# ---- wb_regfile ----
wb_regfile, signal metal coverage by tile:
23 x 23 tiles, from dark blue (low) to red (high), scaled to the fullest tile. Values are wire area over tile area, all layers added.
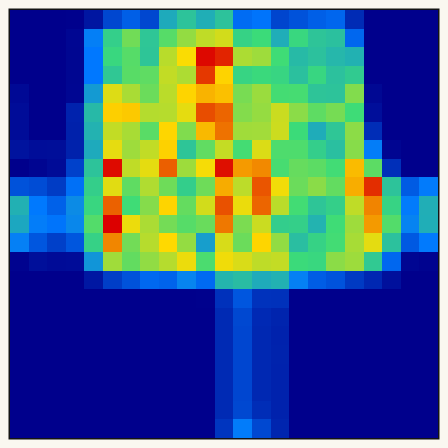

### config.mk
export PLATFORM = sky130hd
export DESIGN_NAME = wb_regfile
export DESIGN_NICKNAME = d
export VERILOG_FILES = /design/src/rtl/mips_pkg.sv /design/src/rtl/wb_mux.sv /design/src/rtl/wb_regfile.sv
export SDC_FILE = /design/constraint.sdc
export NUM_CORES = 2
export LEC_CHECK = 0
export CORE_MARGIN = 2
export CORE_UTILIZATION = 25
export CTS_BUF_LIST = sky130_fd_sc_hd__clkbuf_4
export DETAILED_ROUTE_END_ITERATION = 16
export DONT_BUFFER_PORTS = 1
export MAX_ROUTING_LAYER = met4
export SYNTH_ARGS = -nofsm -noshare
export SYNTH_HDL_FRONTEND = slang
export SYNTH_SLANG_ARGS = --single-unit
### constraint.sdc
create_clock -name clock -period 6.8 [get_ports clock]
set_clock_uncertainty 0.2 [all_clocks]
set_input_delay 0.68 -clock clock [delete_from_list [all_inputs] [get_ports clock]]
set_output_delay 0.68 -clock clock [all_outputs]
set_load 0.005 [all_outputs]
### src/rtl/mips_pkg.sv
// Shared constants for the MIPS pipeline write-back stage and register file.
package mips_pkg;

  // Default datapath and register-index widths
  localparam int DEF_DATA_W     = 32;
  localparam int DEF_REG_ADDR_W = 5;

  // Architectural register file geometry
  localparam int         REG_COUNT = 32;
  localparam logic [4:0] ZERO_REG  = 5'd0;

endpackage

### src/rtl/wb_mux.sv
// Write-back source select: load data or ALU result under MemToReg.
module wb_mux
  import mips_pkg::*;
#(
  parameter int DATA_W = DEF_DATA_W
) (
  input  logic              i_mem_to_reg,
  input  logic [DATA_W-1:0] i_mem_data,
  input  logic [DATA_W-1:0] i_alu_data,
  output logic [DATA_W-1:0] o_wb_data
);

  // Pick memory data for loads, ALU result otherwise
  always_comb begin
    o_wb_data = '0;
    if (i_mem_to_reg) begin
      o_wb_data = i_mem_data;
    end else begin
      o_wb_data = i_alu_data;
    end
  end

endmodule

### src/rtl/wb_regfile.sv
// Write-back stage plus 32x32 architectural register file with
// same-cycle write-through bypass on both ID read ports. $0 reads as zero.
module wb_regfile
  import mips_pkg::*;
#(
  parameter int DATA_W     = DEF_DATA_W,
  parameter int REG_ADDR_W = DEF_REG_ADDR_W
) (
  input  logic                  clock,
  input  logic                  reset,
  input  logic                  MemToReg,
  input  logic                  RegWrite,
  input  logic [DATA_W-1:0]     MemReadData,
  input  logic [DATA_W-1:0]     address,
  input  logic [REG_ADDR_W-1:0] writeReg,
  input  logic [REG_ADDR_W-1:0] readReg1,
  input  logic [REG_ADDR_W-1:0] readReg2,
  output logic [DATA_W-1:0]     readData1,
  output logic [DATA_W-1:0]     readData2,
  output logic [DATA_W-1:0]     wbData,
  output logic                  wbValid
);

  localparam logic [REG_ADDR_W-1:0] ZERO_IDX = REG_ADDR_W'(ZERO_REG);

  logic [DATA_W-1:0] r_regs [REG_COUNT];
  logic [DATA_W-1:0] w_wb_data;
  logic              w_commit;

  wb_mux #(
    .DATA_W (DATA_W)
  ) u_wb_mux (
    .i_mem_to_reg (MemToReg),
    .i_mem_data   (MemReadData),
    .i_alu_data   (address),
    .o_wb_data    (w_wb_data)
  );

  assign wbData  = w_wb_data;
  assign wbValid = w_commit;

  // A commit happens only outside reset and never targets $0
  always_comb begin
    w_commit = 1'b0;
    if (reset) begin
      w_commit = 1'b0;
    end else if (RegWrite && (writeReg != ZERO_IDX)) begin
      w_commit = 1'b1;
    end else begin
      w_commit = 1'b0;
    end
  end

  // Register array: reset clears everything and overrides a same-edge write
  always_ff @(posedge clock) begin
    if (reset) begin
      for (int i = 0; i < REG_COUNT; i++) begin
        r_regs[i] <= '0;
      end
    end else if (w_commit) begin
      r_regs[writeReg] <= w_wb_data;
    end
  end

  // Read port 1: zero in reset or for $0, bypass an in-flight commit, else storage
  always_comb begin
    readData1 = '0;
    if (reset) begin
      readData1 = '0;
    end else if (readReg1 == ZERO_IDX) begin
      readData1 = '0;
    end else if (w_commit && (writeReg == readReg1)) begin
      readData1 = w_wb_data;
    end else begin
      readData1 = r_regs[readReg1];
    end
  end

  // Read port 2: same rules as port 1, fully independent
  always_comb begin
    readData2 = '0;
    if (reset) begin
      readData2 = '0;
    end else if (readReg2 == ZERO_IDX) begin
      readData2 = '0;
    end else if (w_commit && (writeReg == readReg2)) begin
      readData2 = w_wb_data;
    end else begin
      readData2 = r_regs[readReg2];
    end
  end

endmodule

# ---- lif_neuron_scheduler ----
$ cat src/rtl/lif_pkg.sv
// lif_pkg: shared widths, parameter-select encodings and scheduler state enum.
package lif_pkg;
    localparam int DATA_W = 16;
    localparam int CUR_W = 8;
    localparam logic [1:0] SEL_E_REST = 2'd0;
    localparam logic [1:0] SEL_E_TAU = 2'd1;
    localparam logic [1:0] SEL_V_TH = 2'd2;
    localparam logic [1:0] SEL_CLR_OVR = 2'd3;
    typedef enum logic [1:0] {ST_IDLE, ST_ISSUE, ST_DRAIN, ST_DONE} state_t;
endpackage

$ cat src/rtl/lif_tag_pipe.sv
// lif_tag_pipe: DP_LAT-deep valid+index delay line tracking in-flight datapath work.
module lif_tag_pipe #(
    parameter int DP_LAT = 9,
    parameter int IDX_W = 3
) (
    input  logic             clk,
    input  logic             rst,
    input  logic             in_valid,
    input  logic [IDX_W-1:0] in_idx,
    output logic             out_valid,
    output logic [IDX_W-1:0] out_idx
);
    logic [DP_LAT-1:0] r_v;
    logic [IDX_W-1:0] r_idx [DP_LAT];
    always_ff @(posedge clk) begin
        r_v <= rst ? '0 : DP_LAT'({r_v, in_valid});
    end
    // Indices need no reset: they are only consumed alongside a set valid bit.
    always_ff @(posedge clk) begin
        r_idx[0] <= in_idx;
        for (int k = 1; k < DP_LAT; k++) r_idx[k] <= r_idx[k-1];
    end
    assign out_valid = r_v[DP_LAT-1];
    assign out_idx = r_idx[DP_LAT-1];
endmodule

$ cat src/rtl/lif_neuron_scheduler.sv
// lif_neuron_scheduler: time-multiplexes N_NEURONS LIF neurons over one pipelined datapath.
// Define LIF_SCHED_SPIKE_CNT_EN to add the per-step spike_cnt output.
module lif_neuron_scheduler
    import lif_pkg::*;
#(
    parameter int N_NEURONS = 8,
    parameter int DP_LAT = 9,
    localparam int IDX_W = $clog2(N_NEURONS)
) (
    input  logic              clk,
    input  logic              rst,
    input  logic              cfg_we,
    input  logic [1:0]        cfg_sel,
    input  logic [DATA_W-1:0] cfg_data,
    input  logic              vm_we,
    input  logic [IDX_W-1:0]  vm_addr,
    input  logic [DATA_W-1:0] vm_data,
    input  logic              cur_we,
    input  logic [IDX_W-1:0]  cur_addr,
    input  logic [CUR_W-1:0]  cur_data,
    input  logic              step,
    output logic [DATA_W-1:0] e_rest,
    output logic [DATA_W-1:0] e_tau,
    output logic [DATA_W-1:0] v_th,
    output logic              dp_issue,
    output logic [DATA_W-1:0] dp_v,
    output logic [CUR_W-1:0]  dp_i,
    input  logic [DATA_W-1:0] dp_vout,
    input  logic              dp_spike,
    output logic              busy,
    output logic              step_done,
    output logic              overrun,
    output logic              spike_valid,
    output logic [IDX_W-1:0]  spike_idx
`ifdef LIF_SCHED_SPIKE_CNT_EN
    ,
    output logic [IDX_W:0]    spike_cnt
`endif
);
    localparam logic [IDX_W-1:0] IDX_LAST = IDX_W'(N_NEURONS - 1);
    state_t r_state, w_next;
    logic [IDX_W-1:0] r_idx;
    logic [DATA_W-1:0] r_vmem [N_NEURONS];
    logic [CUR_W-1:0] r_cur [N_NEURONS];
    logic [DATA_W-1:0] r_e_rest, r_e_tau, r_v_th;
    logic r_overrun;
    logic w_idle, w_issue, w_done, w_last, w_tail_v;
    logic [IDX_W-1:0] w_tail_idx;
    lif_tag_pipe #(.DP_LAT(DP_LAT), .IDX_W(IDX_W)) u_tag_pipe (
        .clk(clk),
        .rst(rst),
        .in_valid(w_issue),
        .in_idx(r_idx),
        .out_valid(w_tail_v),
        .out_idx(w_tail_idx)
    );
    assign w_last = w_tail_v && w_tail_idx == IDX_LAST;
    always_ff @(posedge clk) begin
        r_state <= rst ? ST_IDLE : w_next;
    end
    always_comb begin
        w_next = r_state;
        w_idle = 1'b0;
        w_issue = 1'b0;
        w_done = 1'b0;
        case (r_state)
            ST_IDLE: begin
                w_idle = 1'b1;
                w_next = step ? ST_ISSUE : ST_IDLE;
            end
            ST_ISSUE: begin
                w_issue = 1'b1;
                w_next = (r_idx == IDX_LAST) ? ST_DRAIN : ST_ISSUE;
            end
            ST_DRAIN: w_next = w_last ? ST_DONE : ST_DRAIN;
            default: begin
                w_done = 1'b1;
                w_next = ST_IDLE;
            end
        endcase
    end
    // Host writes only land in IDLE, so they never collide with write-back.
    always_ff @(posedge clk) begin
        if (rst) begin
            r_idx <= '0;
            r_e_rest <= '0;
            r_e_tau <= '0;
            r_v_th <= '0;
            r_overrun <= 1'b0;
            for (int k = 0; k < N_NEURONS; k++) begin
                r_vmem[k] <= '0;
                r_cur[k] <= '0;
            end
        end else begin
            r_idx <= w_issue ? r_idx + IDX_W'(1) : '0;
            if (w_idle && cfg_we && cfg_sel == SEL_E_REST) r_e_rest <= cfg_data;
            if (w_idle && cfg_we && cfg_sel == SEL_E_TAU) r_e_tau <= cfg_data;
            if (w_idle && cfg_we && cfg_sel == SEL_V_TH) r_v_th <= cfg_data;
            if (w_idle && cfg_we && cfg_sel == SEL_CLR_OVR) r_overrun <= 1'b0;
            else if (step && !w_idle) r_overrun <= 1'b1;
            if (w_idle && vm_we) r_vmem[vm_addr] <= vm_data;
            if (w_idle && cur_we) r_cur[cur_addr] <= cur_data;
            if (w_tail_v) r_vmem[w_tail_idx] <= dp_vout;
        end
    end
    // Every output is forced low while reset is held.
    assign e_rest = rst ? '0 : r_e_rest;
    assign e_tau = rst ? '0 : r_e_tau;
    assign v_th = rst ? '0 : r_v_th;
    assign dp_issue = !rst && w_issue;
    assign dp_v = dp_issue ? r_vmem[r_idx] : '0;
    assign dp_i = dp_issue ? r_cur[r_idx] : '0;
    assign busy = !rst && !w_idle;
    assign step_done = !rst && w_done;
    assign overrun = !rst && r_overrun;
    assign spike_valid = !rst && w_tail_v && dp_spike;
    assign spike_idx = spike_valid ? w_tail_idx : '0;
`ifdef LIF_SCHED_SPIKE_CNT_EN
    logic [IDX_W:0] r_spike_cnt;
    always_ff @(posedge clk) begin
        r_spike_cnt <= (rst || (w_idle && step)) ? '0 : r_spike_cnt + (IDX_W + 1)'(spike_valid);
    end
    assign spike_cnt = rst ? '0 : r_spike_cnt;
`endif
endmodule

$ cat config.mk
export PLATFORM = sky130hd
export DESIGN_NAME = lif_neuron_scheduler
export DESIGN_NICKNAME = d
export VERILOG_FILES = /design/src/rtl/lif_pkg.sv /design/src/rtl/lif_tag_pipe.sv /design/src/rtl/lif_neuron_scheduler.sv
export SDC_FILE = /design/constraint.sdc
export NUM_CORES = 1
export LEC_CHECK = 0
export ABC_AREA = 0
export CORE_ASPECT_RATIO = 0.5
export CORE_MARGIN = 2
export CORE_UTILIZATION = 45
export DETAILED_ROUTE_END_ITERATION = 7
export GPL_TIMING_DRIVEN = 1
export MAX_ROUTING_LAYER = met4
export PLACE_DENSITY_LB_ADDON = 0.1
export SETUP_SLACK_MARGIN = 0.2
export SLEW_MARGIN = 20
export SYNTH_ARGS = -nofsm -noshare
export SYNTH_HDL_FRONTEND = slang
export SYNTH_HIERARCHICAL = 1
export SYNTH_SLANG_ARGS = --single-unit
$ cat constraint.sdc
create_clock -name clk -period 2.4 [get_ports clk]
set_input_delay 0.24 -clock clk [delete_from_list [all_inputs] [get_ports clk]]
set_output_delay 0.24 -clock clk [all_outputs]
set_load 0.005 [all_outputs]
# ---- multi_knapsack_solver_flat ----
<file path="config.mk">
export PLATFORM = sky130hd
export DESIGN_NAME = multi_knapsack_solver_flat
export DESIGN_NICKNAME = d
export VERILOG_FILES = /design/src/rtl/knap_pkg.sv /design/src/rtl/multi_knapsack_solver_if.sv /design/src/rtl/knap_eval.sv /design/src/rtl/multi_knapsack_solver.sv /design/src/flat_wrapper.sv
export SDC_FILE = /design/constraint.sdc
export NUM_CORES = 1
export LEC_CHECK = 0
export CAP_MARGIN = 5
export CORE_MARGIN = 2
export CORE_UTILIZATION = 58
export CTS_CLUSTER_DIAMETER = 100
export DETAILED_ROUTE_END_ITERATION = 7
export DONT_BUFFER_PORTS = 1
export GPL_TIMING_DRIVEN = 0
export PLACE_DENSITY = 0.76
export SLEW_MARGIN = 40
export SYNTH_ARGS = -nofsm -noshare
export SYNTH_HDL_FRONTEND = slang
export SYNTH_SLANG_ARGS = --single-unit
export TNS_END_PERCENT = 5
</file>
<file path="constraint.sdc">
create_clock -name clk -period 3.8 [get_ports clk]
set_clock_uncertainty 0.1 [all_clocks]
set_input_delay 0.95 -clock clk [delete_from_list [all_inputs] [get_ports clk]]
set_output_delay 0.95 -clock clk [all_outputs]
set_load 0.05 [all_outputs]
</file>
<file path="src/rtl/knap_pkg.sv">
// Shared constants, item table and FSM state type for the
// multi-knapsack solver.
package knap_pkg;

    localparam int N_ITEMS = 5;
    localparam int SUM_W   = 8;

    // Index 0 is item A, index 4 is item E.
    localparam logic [SUM_W-1:0] ITEM_VALUE [N_ITEMS] = '{
        SUM_W'(4), SUM_W'(2), SUM_W'(2), SUM_W'(1), SUM_W'(10)
    };
    localparam logic [SUM_W-1:0] ITEM_WEIGHT [N_ITEMS] = '{
        SUM_W'(12), SUM_W'(1), SUM_W'(2), SUM_W'(1), SUM_W'(4)
    };
    localparam logic [SUM_W-1:0] ITEM_VOLUME [N_ITEMS] = '{
        SUM_W'(1), SUM_W'(1), SUM_W'(1), SUM_W'(1), SUM_W'(1)
    };

    localparam logic [SUM_W-1:0] DEF_MIN_VALUE  = SUM_W'(15);
    localparam logic [SUM_W-1:0] DEF_MAX_WEIGHT = SUM_W'(16);
    localparam logic [SUM_W-1:0] DEF_MAX_VOLUME = SUM_W'(10);

    typedef enum logic [1:0] {
        ST_IDLE,
        ST_RUN,
        ST_EMIT,
        ST_DONE
    } state_t;

endpackage

</file>
<file path="src/rtl/multi_knapsack_solver_if.sv">
// Control, limit and solution-stream bundle of the solver.
// slave = solver side, master = requester side.
interface multi_knapsack_solver_if #(
    parameter int N_ITEMS = 5,
    parameter int SUM_W   = 8
);
    logic               start;
    logic [SUM_W-1:0]   min_value;
    logic [SUM_W-1:0]   max_weight;
    logic [SUM_W-1:0]   max_volume;
    logic               busy;
    logic               sol_valid;
    logic               sol_ready;
    logic [N_ITEMS-1:0] sol_sel;
    logic [SUM_W-1:0]   sol_value;
    logic               done;
    logic [5:0]         sol_count;
    logic [N_ITEMS-1:0] best_sel;
    logic [SUM_W-1:0]   best_value;

    modport master (
        output start, min_value, max_weight, max_volume, sol_ready,
        input  busy, sol_valid, sol_sel, sol_value, done, sol_count,
        input  best_sel, best_value
    );

    modport slave (
        input  start, min_value, max_weight, max_volume, sol_ready,
        output busy, sol_valid, sol_sel, sol_value, done, sol_count,
        output best_sel, best_value
    );

endinterface

</file>
<file path="src/rtl/knap_eval.sv">
// Combinational evaluation of one candidate selection:
// value/weight/volume sums and the validity test.
module knap_eval
    import knap_pkg::*;
(
    input  logic [N_ITEMS-1:0] sel,
    input  logic [SUM_W-1:0]   min_value,
    input  logic [SUM_W-1:0]   max_weight,
    input  logic [SUM_W-1:0]   max_volume,
    output logic [SUM_W-1:0]   value,
    output logic [SUM_W-1:0]   weight,
    output logic [SUM_W-1:0]   volume,
    output logic               valid
);

    // Accumulate the attributes of every selected item.
    always_comb begin
        value  = '0;
        weight = '0;
        volume = '0;
        for (int i = 0; i < N_ITEMS; i++) begin
            if (sel[i]) begin
                value  = value + ITEM_VALUE[i];
                weight = weight + ITEM_WEIGHT[i];
                volume = volume + ITEM_VOLUME[i];
            end
        end
    end

    assign valid = (value >= min_value)
                && (weight <= max_weight)
                && (volume <= max_volume);

endmodule

</file>
<file path="src/rtl/multi_knapsack_solver.sv">
// Exhaustive knapsack search streaming every valid selection.
// Define KNAP_BEST_TRACK_EN to enable best-solution tracking.
module multi_knapsack_solver #(
    parameter int N_ITEMS = 5,
    parameter int SUM_W   = 8
) (
    input logic                    clk,
    input logic                    rst_n,
    multi_knapsack_solver_if.slave bus
);
    import knap_pkg::*;

    state_t             state_q;
    state_t             state_d;
    logic [N_ITEMS-1:0] cand_q;
    logic [SUM_W-1:0]   min_q;
    logic [SUM_W-1:0]   wt_q;
    logic [SUM_W-1:0]   vol_q;
    logic               sol_valid_q;
    logic [N_ITEMS-1:0] sol_sel_q;
    logic [SUM_W-1:0]   sol_value_q;
    logic [5:0]         sol_count_q;

    logic [SUM_W-1:0]   ev_value;
    logic [SUM_W-1:0]   ev_weight;
    logic [SUM_W-1:0]   ev_volume;
    logic               ev_valid;
    logic               last;
    logic               hs;
    logic               unused_sums;

    knap_eval u_eval (
        .sel        (cand_q),
        .min_value  (min_q),
        .max_weight (wt_q),
        .max_volume (vol_q),
        .value      (ev_value),
        .weight     (ev_weight),
        .volume     (ev_volume),
        .valid      (ev_valid)
    );

    assign unused_sums = ^{ev_weight, ev_volume};
    assign last        = &cand_q;
    assign hs          = sol_valid_q & bus.sol_ready;

    // State register.
    always_ff @(posedge clk or negedge rst_n) begin
        if (!rst_n) begin
            state_q <= ST_IDLE;
        end else begin
            state_q <= state_d;
        end
    end

    // Next-state selection.
    always_comb begin
        state_d = state_q;
        unique case (state_q)
            ST_IDLE: begin
                if (bus.start) state_d = ST_RUN;
            end
            ST_RUN: begin
                if (ev_valid)  state_d = ST_EMIT;
                else if (last) state_d = ST_DONE;
            end
            ST_EMIT: begin
                if (hs) state_d = last ? ST_DONE : ST_RUN;
            end
            ST_DONE: begin
                state_d = ST_IDLE;
            end
            default: state_d = ST_IDLE;
        endcase
    end

    // Limits, candidate counter and the solution output register.
    always_ff @(posedge clk or negedge rst_n) begin
        if (!rst_n) begin
            cand_q      <= '0;
            min_q       <= '0;
            wt_q        <= '0;
            vol_q       <= '0;
            sol_valid_q <= 1'b0;
            sol_sel_q   <= '0;
            sol_value_q <= '0;
            sol_count_q <= '0;
        end else begin
            unique case (state_q)
                ST_IDLE: begin
                    if (bus.start) begin
                        min_q       <= bus.min_value;
                        wt_q        <= bus.max_weight;
                        vol_q       <= bus.max_volume;
                        cand_q      <= '0;
                        sol_count_q <= '0;
                    end
                end
                ST_RUN: begin
                    if (ev_valid) begin
                        sol_sel_q   <= cand_q;
                        sol_value_q <= ev_value;
                        sol_valid_q <= 1'b1;
                        sol_count_q <= sol_count_q + 6'd1;
                    end else if (!last) begin
                        cand_q <= cand_q + N_ITEMS'(1);
                    end
                end
                ST_EMIT: begin
                    if (hs) begin
                        sol_valid_q <= 1'b0;
                        if (!last) cand_q <= cand_q + N_ITEMS'(1);
                    end
                end
                default: ;
            endcase
        end
    end

`ifdef KNAP_BEST_TRACK_EN
    logic [N_ITEMS-1:0] best_sel_q;
    logic [SUM_W-1:0]   best_value_q;
    logic               best_found_q;

    // Keep the earliest strictly highest-value valid candidate.
    always_ff @(posedge clk or negedge rst_n) begin
        if (!rst_n) begin
            best_sel_q   <= '0;
            best_value_q <= '0;
            best_found_q <= 1'b0;
        end else if (state_q == ST_IDLE && bus.start) begin
            best_sel_q   <= '0;
            best_value_q <= '0;
            best_found_q <= 1'b0;
        end else if (state_q == ST_RUN && ev_valid
                     && (!best_found_q || ev_value > best_value_q)) begin
            best_sel_q   <= cand_q;
            best_value_q <= ev_value;
            best_found_q <= 1'b1;
        end
    end

    assign bus.best_sel   = best_sel_q;
    assign bus.best_value = best_value_q;
`else
    assign bus.best_sel   = '0;
    assign bus.best_value = '0;
`endif

    assign bus.busy      = (state_q == ST_RUN) || (state_q == ST_EMIT);
    assign bus.done      = (state_q == ST_DONE);
    assign bus.sol_valid = sol_valid_q;
    assign bus.sol_sel   = sol_sel_q;
    assign bus.sol_value = sol_value_q;
    assign bus.sol_count = sol_count_q;

endmodule

</file>
<file path="src/flat_wrapper.sv">
// flat-port wrapper written by rule: the top's interface ports become plain ports
module multi_knapsack_solver_flat import knap_pkg::*;
#(
    parameter int N_ITEMS = 5,
    parameter int SUM_W   = 8
)
  (clk, rst_n, bus_start, bus_min_value, bus_max_weight, bus_max_volume, bus_sol_ready, bus_busy, bus_sol_valid, bus_sol_sel, bus_sol_value, bus_done, bus_sol_count, bus_best_sel, bus_best_value);
  multi_knapsack_solver_if #(.N_ITEMS(N_ITEMS), .SUM_W(SUM_W)) bus_i ();
  input logic clk;
  input logic rst_n;
  input wire logic [$bits(bus_i.start)-1:0] bus_start;
  input wire logic [$bits(bus_i.min_value)-1:0] bus_min_value;
  input wire logic [$bits(bus_i.max_weight)-1:0] bus_max_weight;
  input wire logic [$bits(bus_i.max_volume)-1:0] bus_max_volume;
  input wire logic [$bits(bus_i.sol_ready)-1:0] bus_sol_ready;
  output wire logic [$bits(bus_i.busy)-1:0] bus_busy;
  output wire logic [$bits(bus_i.sol_valid)-1:0] bus_sol_valid;
  output wire logic [$bits(bus_i.sol_sel)-1:0] bus_sol_sel;
  output wire logic [$bits(bus_i.sol_value)-1:0] bus_sol_value;
  output wire logic [$bits(bus_i.done)-1:0] bus_done;
  output wire logic [$bits(bus_i.sol_count)-1:0] bus_sol_count;
  output wire logic [$bits(bus_i.best_sel)-1:0] bus_best_sel;
  output wire logic [$bits(bus_i.best_value)-1:0] bus_best_value;
  assign bus_i.start = bus_start;
  assign bus_i.min_value = bus_min_value;
  assign bus_i.max_weight = bus_max_weight;
  assign bus_i.max_volume = bus_max_volume;
  assign bus_i.sol_ready = bus_sol_ready;
  assign bus_busy = bus_i.busy;
  assign bus_sol_valid = bus_i.sol_valid;
  assign bus_sol_sel = bus_i.sol_sel;
  assign bus_sol_value = bus_i.sol_value;
  assign bus_done = bus_i.done;
  assign bus_sol_count = bus_i.sol_count;
  assign bus_best_sel = bus_i.best_sel;
  assign bus_best_value = bus_i.best_value;
  multi_knapsack_solver #(.N_ITEMS(N_ITEMS), .SUM_W(SUM_W)) u_core (.clk(clk), .rst_n(rst_n), .bus(bus_i));
endmodule
</file>
# ---- multicycle_core_flat ----
### src/rtl/multicycle_core_if.sv
// Instruction handshake bundle for multicycle_core: offer/accept of one
// instruction word plus the per-instruction retire strobe and error flag.
interface multicycle_core_if #(
    parameter int DATA_WIDTH = 8,
    parameter int REG_BITS   = 2
);
    localparam int INSTR_WIDTH = 2 + 3 * REG_BITS + DATA_WIDTH + 4;

    logic                   instr_valid;
    logic [INSTR_WIDTH-1:0] instr;
    logic                   instr_ready;
    logic                   done;
    logic                   err;

    modport master (
        output instr_valid,
        output instr,
        input  instr_ready,
        input  done,
        input  err
    );

    modport slave (
        input  instr_valid,
        input  instr,
        output instr_ready,
        output done,
        output err
    );
endinterface

### src/rtl/multicycle_core.sv
// Multi-cycle execution core: register file, 8-op ALU, data memory and a
// 5-state control FSM. Optional ALU_FLAGS_EN adds zero_flag / carry_flag outputs.
module multicycle_core #(
    parameter int DATA_WIDTH = 8,
    parameter int ADDR_BITS  = 5,
    parameter int REG_BITS   = 2
) (
    input  logic                  clk,
    input  logic                  rst,
    multicycle_core_if.slave      bus,
    input  logic [REG_BITS-1:0]   dbg_sel,
    output logic [DATA_WIDTH-1:0] dbg_data
`ifdef ALU_FLAGS_EN
    ,
    output logic                  zero_flag,
    output logic                  carry_flag
`endif
);
    localparam int INSTR_WIDTH = 2 + 3 * REG_BITS + DATA_WIDTH + 4;
    localparam int NUM_REGS    = 2 ** REG_BITS;
    localparam int MEM_WORDS   = 2 ** ADDR_BITS;
    localparam int SH_BITS     = (DATA_WIDTH > 1) ? $clog2(DATA_WIDTH) : 1;

    localparam logic [1:0] T_NOP   = 2'b00;
    localparam logic [1:0] T_STD   = 2'b01;
    localparam logic [1:0] T_LOAD  = 2'b10;
    localparam logic [1:0] T_STORE = 2'b11;

    typedef enum logic [2:0] {
        ST_IDLE    = 3'd0,
        ST_DECODE  = 3'd1,
        ST_EXECUTE = 3'd2,
        ST_MEM     = 3'd3,
        ST_WB      = 3'd4
    } state_t;

    state_t                 state_r;
    state_t                 next_state_s;
    logic [INSTR_WIDTH-1:0] instr_r;
    logic [DATA_WIDTH-1:0]  reg_file_r [NUM_REGS];
    logic [DATA_WIDTH-1:0]  mem_r      [MEM_WORDS];
    logic [DATA_WIDTH-1:0]  rs1_val_r;
    logic [DATA_WIDTH-1:0]  rs2_val_r;
    logic [DATA_WIDTH-1:0]  rd_val_r;
    logic [DATA_WIDTH-1:0]  result_r;
    logic                   carry_r;
    logic [ADDR_BITS-1:0]   addr_r;
    logic                   ready_r;
    logic                   done_r;
    logic                   err_r;

    logic [1:0]             type_s;
    logic [REG_BITS-1:0]    rd_s;
    logic [REG_BITS-1:0]    rs1_s;
    logic [REG_BITS-1:0]    rs2_s;
    logic [DATA_WIDTH-1:0]  offset_s;
    logic [3:0]             opcode_s;
    logic [DATA_WIDTH-1:0]  alu_s;
    logic                   carry_s;
    logic                   illegal_s;
    logic [ADDR_BITS-1:0]   addr_s;

    assign type_s   = instr_r[INSTR_WIDTH-1 -: 2];
    assign rd_s     = instr_r[INSTR_WIDTH-3 -: REG_BITS];
    assign rs1_s    = instr_r[INSTR_WIDTH-3-REG_BITS -: REG_BITS];
    assign rs2_s    = instr_r[INSTR_WIDTH-3-2*REG_BITS -: REG_BITS];
    assign offset_s = instr_r[DATA_WIDTH+3 -: DATA_WIDTH];
    assign opcode_s = instr_r[3:0];

    // Address is the low ADDR_BITS of the wrapped DATA_WIDTH-bit sum.
    assign addr_s = ADDR_BITS'(rs1_val_r + offset_s);

    // Next-state selection for the control FSM.
    always_comb begin
        next_state_s = ST_IDLE;
        case (state_r)
            ST_IDLE: begin
                if (bus.instr_valid) begin
                    next_state_s = ST_DECODE;
                end else begin
                    next_state_s = ST_IDLE;
                end
            end
            ST_DECODE: begin
                if (type_s == T_NOP) begin
                    next_state_s = ST_WB;
                end else begin
                    next_state_s = ST_EXECUTE;
                end
            end
            ST_EXECUTE: begin
                if (type_s == T_STD) begin
                    next_state_s = ST_WB;
                end else begin
                    next_state_s = ST_MEM;
                end
            end
            ST_MEM:  next_state_s = ST_WB;
            ST_WB:   next_state_s = ST_IDLE;
            default: next_state_s = ST_IDLE;
        endcase
    end

    // ALU on the operands latched in DECODE; illegal opcodes yield zero.
    always_comb begin
        alu_s     = '0;
        carry_s   = 1'b0;
        illegal_s = 1'b0;
        case (opcode_s)
            4'd0: {carry_s, alu_s} = {1'b0, rs1_val_r} + {1'b0, rs2_val_r};
            4'd1: begin
                alu_s   = rs1_val_r - rs2_val_r;
                carry_s = (rs1_val_r < rs2_val_r);
            end
            4'd2: alu_s = rs1_val_r & rs2_val_r;
            4'd3: alu_s = rs1_val_r | rs2_val_r;
            4'd4: alu_s = rs1_val_r ^ rs2_val_r;
            4'd5: alu_s = rs1_val_r << rs2_val_r[SH_BITS-1:0];
            4'd6: alu_s = rs1_val_r >> rs2_val_r[SH_BITS-1:0];
            4'd7: alu_s = rs2_val_r;
            default: illegal_s = 1'b1;
        endcase
    end

    // FSM state, datapath registers, register file and registered outputs.
    always_ff @(posedge clk) begin
        if (rst) begin
            state_r   <= ST_IDLE;
            ready_r   <= 1'b1;
            done_r    <= 1'b0;
            err_r     <= 1'b0;
            instr_r   <= '0;
            rs1_val_r <= '0;
            rs2_val_r <= '0;
            rd_val_r  <= '0;
            result_r  <= '0;
            carry_r   <= 1'b0;
            addr_r    <= '0;
            for (int i = 0; i < NUM_REGS; i++) begin
                reg_file_r[i] <= DATA_WIDTH'(i);
            end
`ifdef ALU_FLAGS_EN
            zero_flag  <= 1'b0;
            carry_flag <= 1'b0;
`endif
        end else begin
            state_r <= next_state_s;
            ready_r <= (next_state_s == ST_IDLE);
            done_r  <= (next_state_s == ST_WB);
            case (state_r)
                ST_IDLE: begin
                    if (bus.instr_valid) begin
                        instr_r <= bus.instr;
                    end
                end
                ST_DECODE: begin
                    rs1_val_r <= reg_file_r[rs1_s];
                    rs2_val_r <= reg_file_r[rs2_s];
                    rd_val_r  <= reg_file_r[rd_s];
                end
                ST_EXECUTE: begin
                    if (type_s == T_STD) begin
                        result_r <= alu_s;
                        carry_r  <= carry_s;
                        if (illegal_s) begin
                            err_r <= 1'b1;
                        end
                    end else begin
                        addr_r <= addr_s;
                    end
                end
                ST_MEM: begin
                    if (type_s == T_LOAD) begin
                        result_r <= mem_r[addr_r];
                    end
                end
                ST_WB: begin
                    if ((type_s == T_STD) || (type_s == T_LOAD)) begin
                        reg_file_r[rd_s] <= result_r;
                    end
`ifdef ALU_FLAGS_EN
                    if (type_s == T_STD) begin
                        zero_flag  <= (result_r == '0);
                        carry_flag <= carry_r;
                    end
`endif
                end
                default: ;
            endcase
        end
    end

    // Data memory: no reset; stores land on the MEM edge unless rst aborts them.
    always_ff @(posedge clk) begin
        if (!rst && (state_r == ST_MEM) && (type_s == T_STORE)) begin
            mem_r[addr_r] <= rd_val_r;
        end
    end

    assign bus.instr_ready = ready_r;
    assign bus.done        = done_r;
    assign bus.err         = err_r;
    assign dbg_data        = reg_file_r[dbg_sel];
endmodule

### src/flat_wrapper.sv
// flat-port wrapper written by rule: the top's interface ports become plain ports
module multicycle_core_flat 
#(
    parameter int DATA_WIDTH = 8,
    parameter int ADDR_BITS  = 5,
    parameter int REG_BITS   = 2
)
  (clk, rst, dbg_sel, dbg_data, bus_instr_valid, bus_instr, bus_instr_ready, bus_done, bus_err);
  multicycle_core_if #(.DATA_WIDTH(DATA_WIDTH), .REG_BITS(REG_BITS)) bus_i ();
  input  logic clk;
  input  logic rst;
  input  logic [REG_BITS-1:0] dbg_sel;
  output logic [DATA_WIDTH-1:0] dbg_data;
  input wire logic [$bits(bus_i.instr_valid)-1:0] bus_instr_valid;
  input wire logic [$bits(bus_i.instr)-1:0] bus_instr;
  output wire logic [$bits(bus_i.instr_ready)-1:0] bus_instr_ready;
  output wire logic [$bits(bus_i.done)-1:0] bus_done;
  output wire logic [$bits(bus_i.err)-1:0] bus_err;
  assign bus_i.instr_valid = bus_instr_valid;
  assign bus_i.instr = bus_instr;
  assign bus_instr_ready = bus_i.instr_ready;
  assign bus_done = bus_i.done;
  assign bus_err = bus_i.err;
  multicycle_core #(.DATA_WIDTH(DATA_WIDTH), .ADDR_BITS(ADDR_BITS), .REG_BITS(REG_BITS)) u_core (.clk(clk), .rst(rst), .bus(bus_i), .dbg_sel(dbg_sel), .dbg_data(dbg_data));
endmodule
### config.mk
export PLATFORM = sky130hd
export DESIGN_NAME = multicycle_core_flat
export DESIGN_NICKNAME = d
export VERILOG_FILES = /design/src/rtl/multicycle_core_if.sv /design/src/rtl/multicycle_core.sv /design/src/flat_wrapper.sv
export SDC_FILE = /design/constraint.sdc
export NUM_CORES = 1
export LEC_CHECK = 0
export CAP_MARGIN = 20
export CORE_MARGIN = 3
export CORE_UTILIZATION = 45
export CTS_CLUSTER_SIZE = 24
export DETAILED_ROUTE_END_ITERATION = 10
export DONT_BUFFER_PORTS = 1
export PLACE_DENSITY = 0.59
export RECOVER_POWER = 100
export SKIP_CTS_REPAIR_TIMING = 1
export SLEW_MARGIN = 20
export SYNTH_ARGS = -nofsm -noshare
export SYNTH_HDL_FRONTEND = slang
export SYNTH_SLANG_ARGS = --single-unit
### constraint.sdc
create_clock -name clk -period 3.97 [get_ports clk]
set_input_delay 0.794 -clock clk [delete_from_list [all_inputs] [get_ports clk]]
set_output_delay 0.794 -clock clk [all_outputs]
set_load 0.005 [all_outputs]
wb_regfile, layout detail:
Window x 97 to 137, y 330 to 370 µm. Cells in grey, sequential cells in the stronger grey; small squares are vias.
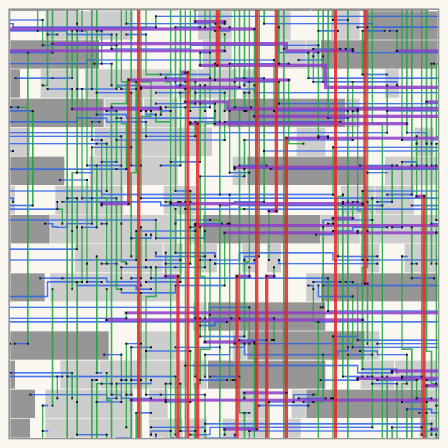
Purple shows M3. Green shows M2. Red shows M4. Blue shows M1.
77 logic cells have their middle in the window. Netlist names of flops here include r_regs (13). Most frequent: edfxtp_1 (13), mux4_2 (11), nor2_1 (11). Sequential cells in the window: 13.

Notes on 'signal metal coverage by tile' of wb_regfile above:
41% of the tiles are nearly empty. The fullest tile reaches 0.58. 28% of the tiles are over half the peak. The mean over all tiles is 0.15.

==> results.py, wb_regfile <==
# Physical implementation metrics
metrics = {
    "outcome": {
        "status": "finished, violations left",
        "violations": "max-slew violations",
    },
    "clock_network": {
        "post_cts_buffers": 0,
        "h-tree-depth": 5,
        "clock-sinks": 1024,
    },
    "power_and_ir_drop": {
        "power_leader": "sequential cells",
        "seq-power_mw": 7.47,
        "clkPwrFrac_pct": 37.4,
    },
    "logic_synthesis": {
        "logic_family": "multiplexers",
        "syn-cell-area_mm2": 0.0535,
        "synth_xor_xnor_area_share_pct": 0.164,
        "synth.distinct_cells": 37,
        "top_cell": "edfxtp_1",
    },
    "worst_setup_path": {
        "cp-start-kind": "input port",
        "slowest_stage": "xnor2_1",
        "cp_max_fo": 292,
        "crit_start": "readReg1[0]",
        "worstSetupPathType": "in2out",
    },
    "final_timing": {
        "slew_viol_final": 218,
        "min_period_over_period_pct": 72.7,
        "hold_ws_ns": 0.158,
        "period_minus_slack_ns": 4.94,
    },
    "grt": {
        "gr-usage-met2_pct": 27.4,
    },
    "final_layout": {
        "n_fill_cell": 21508,
        "ff_count": 1024,
        "sh_comb_area_pct": 35.2,
    },
    "floorplanning": {
        "die_y_um": 466,
    },
    "route": {
        "drtPass1Iterations": 8,
    },
    "worst_hold_path": {
        "min_to": "r_regs[4][19]",
    },
    "place": {
        "portBuffers": 0,
    },
}
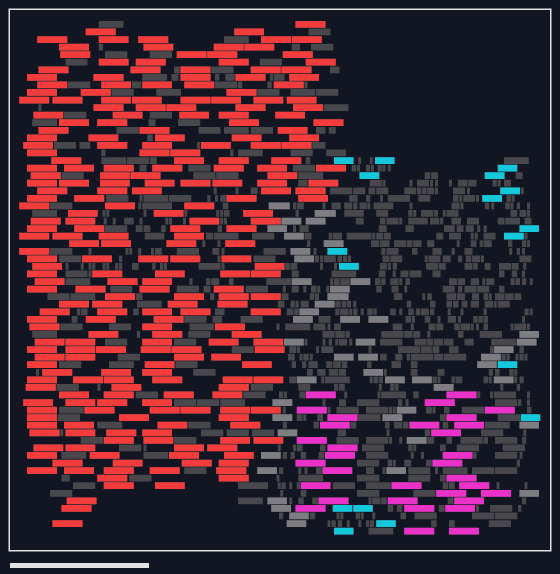
multicycle_core_flat: sequential cells grouped by signal name
The bar under the picture is 50 µm long.
Magenta shows u_core.reg_file_r, flops 32, where bottom right. Cyan shows u_core.instr_r, flops 17. Red shows u_core.mem_r, flops 256.

==> results.py, multicycle_core_flat <==
# Physical implementation metrics
metrics = {
    "job": {
        "drv_cap": 3,
    },
    "logic_synthesis": {
        "ys_chip_area_mm2": 0.0159,
        "aoi_share_pct": 6.05,
    },
    "grt": {
        "antenna_found_initial": 0,
        "gr-usage-met2_pct": 31.7,
        "grt_pass1_wl_um": 56900,
        "grt_overflow": 0,
    },
    "route": {
        "route.met2.wl_um": 17700,
        "wl_met3_um": 1650,
        "drt-total-wl_um": 36800,
    },
    "floorplanning": {
        "core_area_mm2": 0.0347,
        "floorplan.core_util_pct": 45.9,
    },
    "final_timing": {
        "setup_viol": 0,
        "slew_viol_final": 93,
        "fmax_mhz": 312,
        "skew_ns": 0.0106,
        "hold_ws_ns": 0.315,
    },
    "final_layout": {
        "drive_gt1_share_pct": 18.4,
        "largest_class": "registers",
        "signal_buffers": 30,
        "lay_top_cells": "edfxtp_1 (288), mux4_2 (112), nand2_1 (111)",
    },
    "worst_hold_path": {
        "hold_start": "rst",
    },
    "power_and_ir_drop": {
        "p_int_mw": 6.24,
        "p_comb_share_pct": 6.4,
    },
    "worst_setup_path": {
        "cp.required_ns": 4.39,
    },
    "outcome": {
        "status": "finished, violations left",
        "violations": "max-capacitance violations, max-slew violations",
    },
}
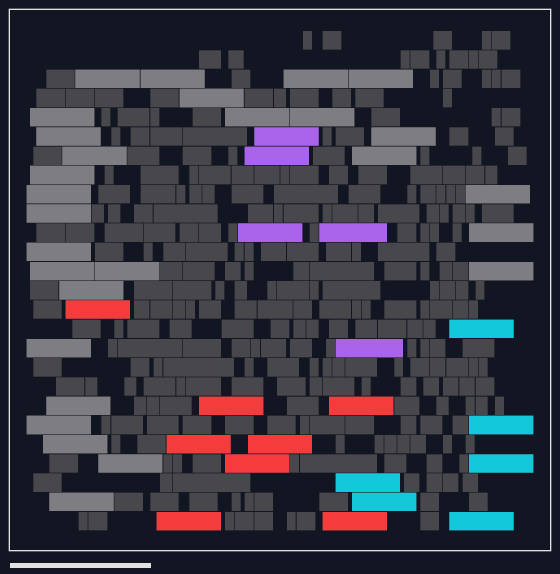
multi_knapsack_solver_flat: sequential cells grouped by signal name
The bar under the picture is 20 µm long.
Red shows u_core.wt_q, flops 8. Cyan shows u_core.bus.sol_count, flops 6, where bottom right. Purple shows u_core.cand_q, flops 5, where middle.
Another 28 sequential cells are not coloured.
sequential power: 1.01 mW
Seq area share: 33.2%
final core utilization: 69.9%

multi_knapsack_solver_flat, I/O nets highlighted:
The bar under the picture is 20 µm long.
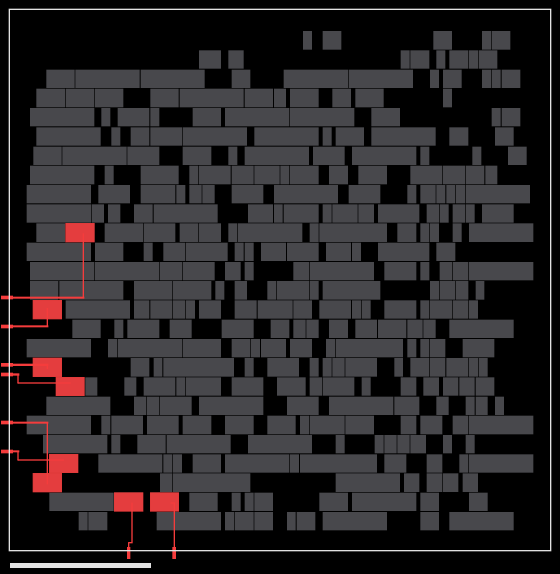
Red shows bus_max_volume, bits 8, direction input, edge 6 left, 2 bottom, end cells 8, buffers 0, wire 76.2 µm.

==> results.py, multi_knapsack_solver_flat <==
# Physical implementation metrics
metrics = {
    "route": {
        "routed.top_layer": "met4",
        "remaining_drc_errors": 0,
        "final_antenna_net_count": 0,
        "via_per_inst": 5.41,
        "detail_route.wl_per_cell_um": 15.0,
        "route.met2.wl_um": 3240,
    },
    "final_layout": {
        "ff_count": 47,
        "areaGrowthSynthToFinish_pct": 16.8,
        "reg.largest.list": "u_core.min_q: 8 flops, u_core.vol_q: 8 flops, u_core.wt_q: 8 flops",
        "layout.nonclk_buf_share_pct": 7.01,
        "nets": 386,
        "clockBufferCount": 6,
        "seq_area_mm2": 0.00118,
        "n_fill_cell": 398,
    },
    "power_and_ir_drop": {
        "power.total_mw": 2.90,
        "power_leader": "combinational cells",
    },
    "clock_network": {
        "clockRootBuffer": "clkbuf_8",
    },
    "worst_setup_path": {
        "crit_family": "adder cells",
        "cp-start-kind": "flop",
        "cp_num_buf_inv": 2,
        "crit_end": "u_core.bus.sol_value[4]",
        "reg2reg_depth": 15,
        "r2r_start": "u_core.cand_q[0]",
        "slowest_stage": "dfrtp_2",
    },
    "floorplanning": {
        "die_w_um": 76.4,
        "core_area_mm2": 0.00507,
        "io_pins": 63,
        "floorplan.core_util_pct": 59.9,
    },
    "logic_synthesis": {
        "ys_chip_area_mm2": 0.00304,
        "syn_inst": 293,
        "topCellsByArea": "dfrtp_1 (39%), mux2_2 (13%), ha_1 (13%)",
        "simple_gate_share_pct": 11.7,
        "synthTopCellsByCount": "dfrtp_1 (47), mux2_2 (36), ha_1 (32), nand2_1 (27), inv_1 (26)",
        "synth.top_cell.area_share_pct": 38.7,
        "synth_xor_xnor_area_share_pct": 2.88,
    },
    "grt": {
        "grt_pass1_wl_um": 9280,
    },
    "outcome": {
        "status": "finished, final reports clean",
    },
    "final_timing": {
        "tns_ns": 0,
        "period_minus_slack_ns": 3.73,
    },
}
lif_neuron_scheduler, layout detail:
Window x 41 to 81, y 74 to 114 µm. Cells in grey, sequential cells in the stronger grey; small squares are vias.
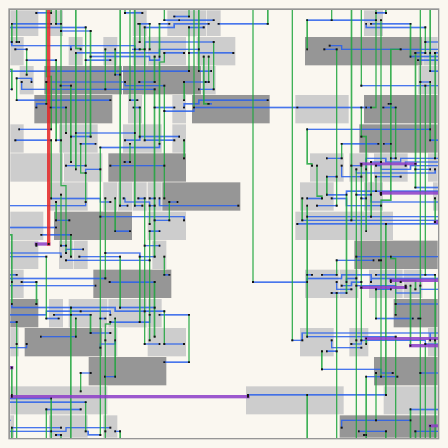
Blue shows M1. Green shows M2. Purple shows M3. Red shows M4.
76 logic cells have their middle in the window. Netlist names of flops here include r_vmem (6), r_v_th (4), r_e_rest (3). Most frequent: nand2_1 (16), mux2i_1 (12), dfxtp_1 (10). Sequential cells in the window: 16.

lif_neuron_scheduler, routed metal, one colour a layer:
Only two layers are drawn.
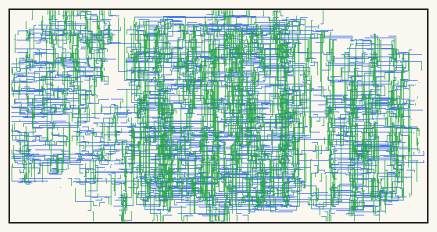
Blue shows M1, wire length 16400 µm. Green shows M2, wire length 17700 µm.
Routed WL per cell: 23.2 µm
drt total wl: 38200 µm
vias: 9624
GRT Total Usage: 25.6%

==> results.py, lif_neuron_scheduler <==
# Physical implementation metrics
metrics = {
    "outcome": {
        "status": "finished, violations left",
        "violations": "negative setup slack",
    },
    "grt": {
        "globalRouteMet1Util_pct": 35.2,
        "use_met3_pct": 5.80,
        "antenna_found_initial": 2,
    },
    "place": {
        "dp_hpwl_um": 25200,
        "dp.cells": 1556,
    },
    "final_timing": {
        "worst_pin_slew_ns": 1.01,
        "timing.slew.headroom_pct": 32.2,
        "timing_hold_violations_final": 0,
        "fmax_mhz": 396,
        "setup_viol": 24,
        "finalWorstSetupSlack_ns": -0.126,
    },
    "route": {
        "final_antenna_net_count": 0,
    },
    "power_and_ir_drop": {
        "p_int_mw": 8.17,
        "clkPwrFrac_pct": 39.7,
        "powerDensity_mw_per_mm2": 635,
        "power_leader": "sequential cells",
    },
    "clock_network": {
        "cts_tree": "built",
        "post_cts_buffers": 31,
        "clockBufferDepth": 3,
        "h-tree-depth": 1,
    },
    "logic_synthesis": {
        "syn-cell-area_mm2": 0.0131,
        "ys_sh_mux_pct": 11.9,
        "simple_gate_share_pct": 9.48,
        "fp_nets": 1107,
        "synth_warnings": 6,
        "synth.top_cell.area_share_pct": 44.0,
        "top_cell": "edfxtp_1",
    },
    "worst_hold_path": {
        "hold_depth": 4,
    },
    "final_layout": {
        "lay_top_count": "edfxtp_1",
        "ff_count": 282,
        "final_cells": 1647,
        "fin_util_pct": 58.2,
        "sh_comb_area_pct": 29.3,
        "nNonClkInverters": 52,
    },
    "floorplanning": {
        "rows": 44,
        "io_pins": 151,
    },
    "worst_setup_path": {
        "slowest_stage": "mux4_2",
        "rrSetupSlack_ns": 0.37,
    },
}


==> notes/layouts.md <==
Pictures saved along the way, in no particular order.

The clock network.
(a)
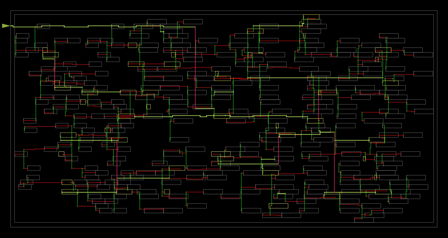
(b)
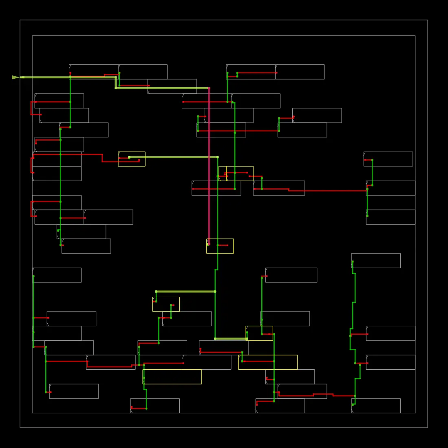
(c)
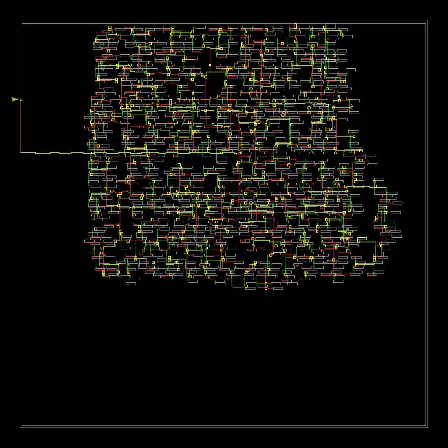
(d)
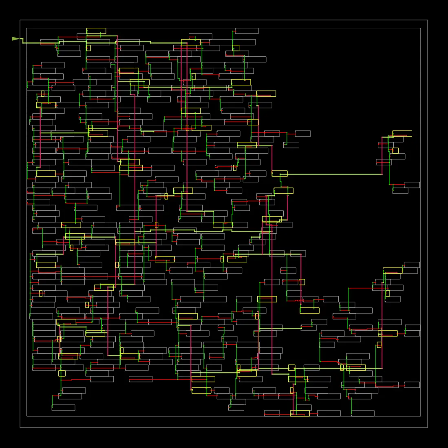
(d) -> multicycle_core_flat
(c) -> wb_regfile
(a) -> lif_neuron_scheduler
(b) -> multi_knapsack_solver_flat
Of these, most clock buffers: (c)
Of these, most sequential cells: (c)


==> layout pictures side by side <==
I/O nets highlighted.
image #1
The bar under the picture is 100 µm long.
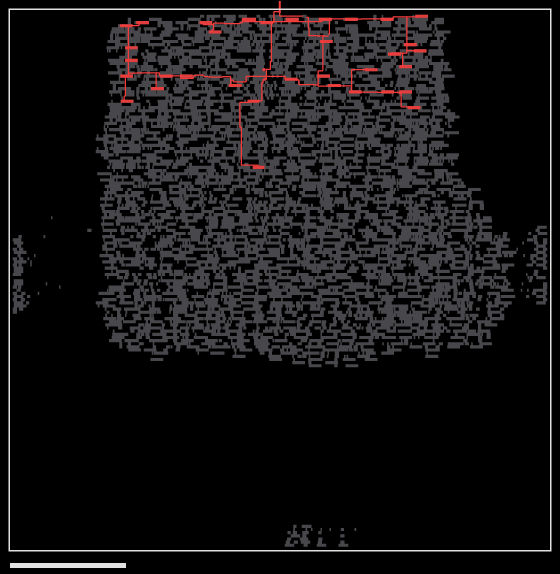
image #2
The bar under the picture is 50 µm long.
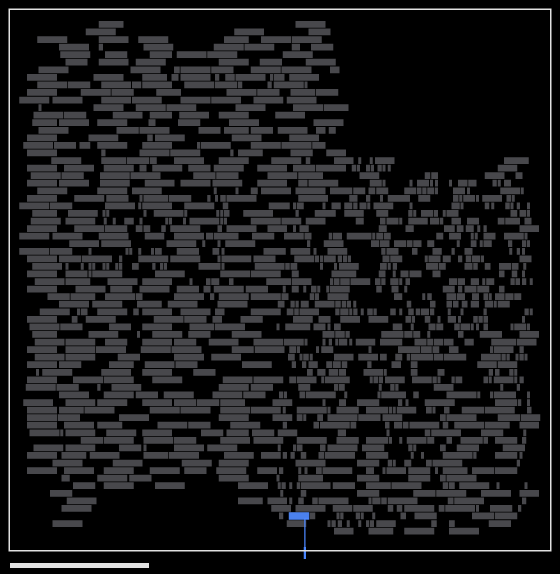
image #3
The bar under the picture is 50 µm long.
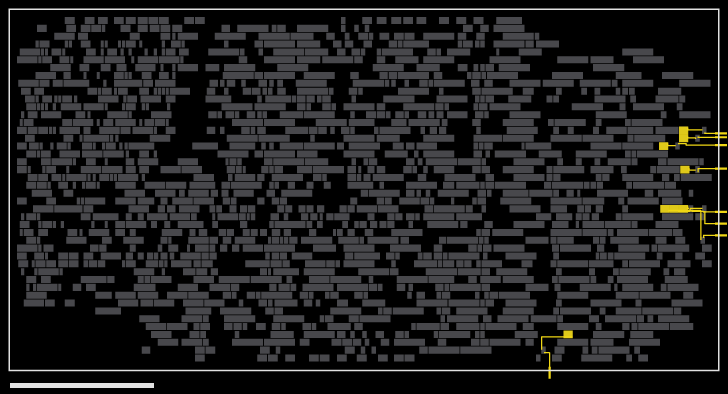
| picture | from |
|---|---|
| image #2 | multicycle_core_flat |
| image #1 | wb_regfile |
| image #3 | lif_neuron_scheduler |
- most cells: image #1
- smallest die: image #3

Key to image #3:
Yellow shows dp_i, bits 8, direction output, edge 7 right, 1 bottom, end cells 8, buffers 8, wire 127 µm.

Power is estimated from default activity; no workload was simulated.
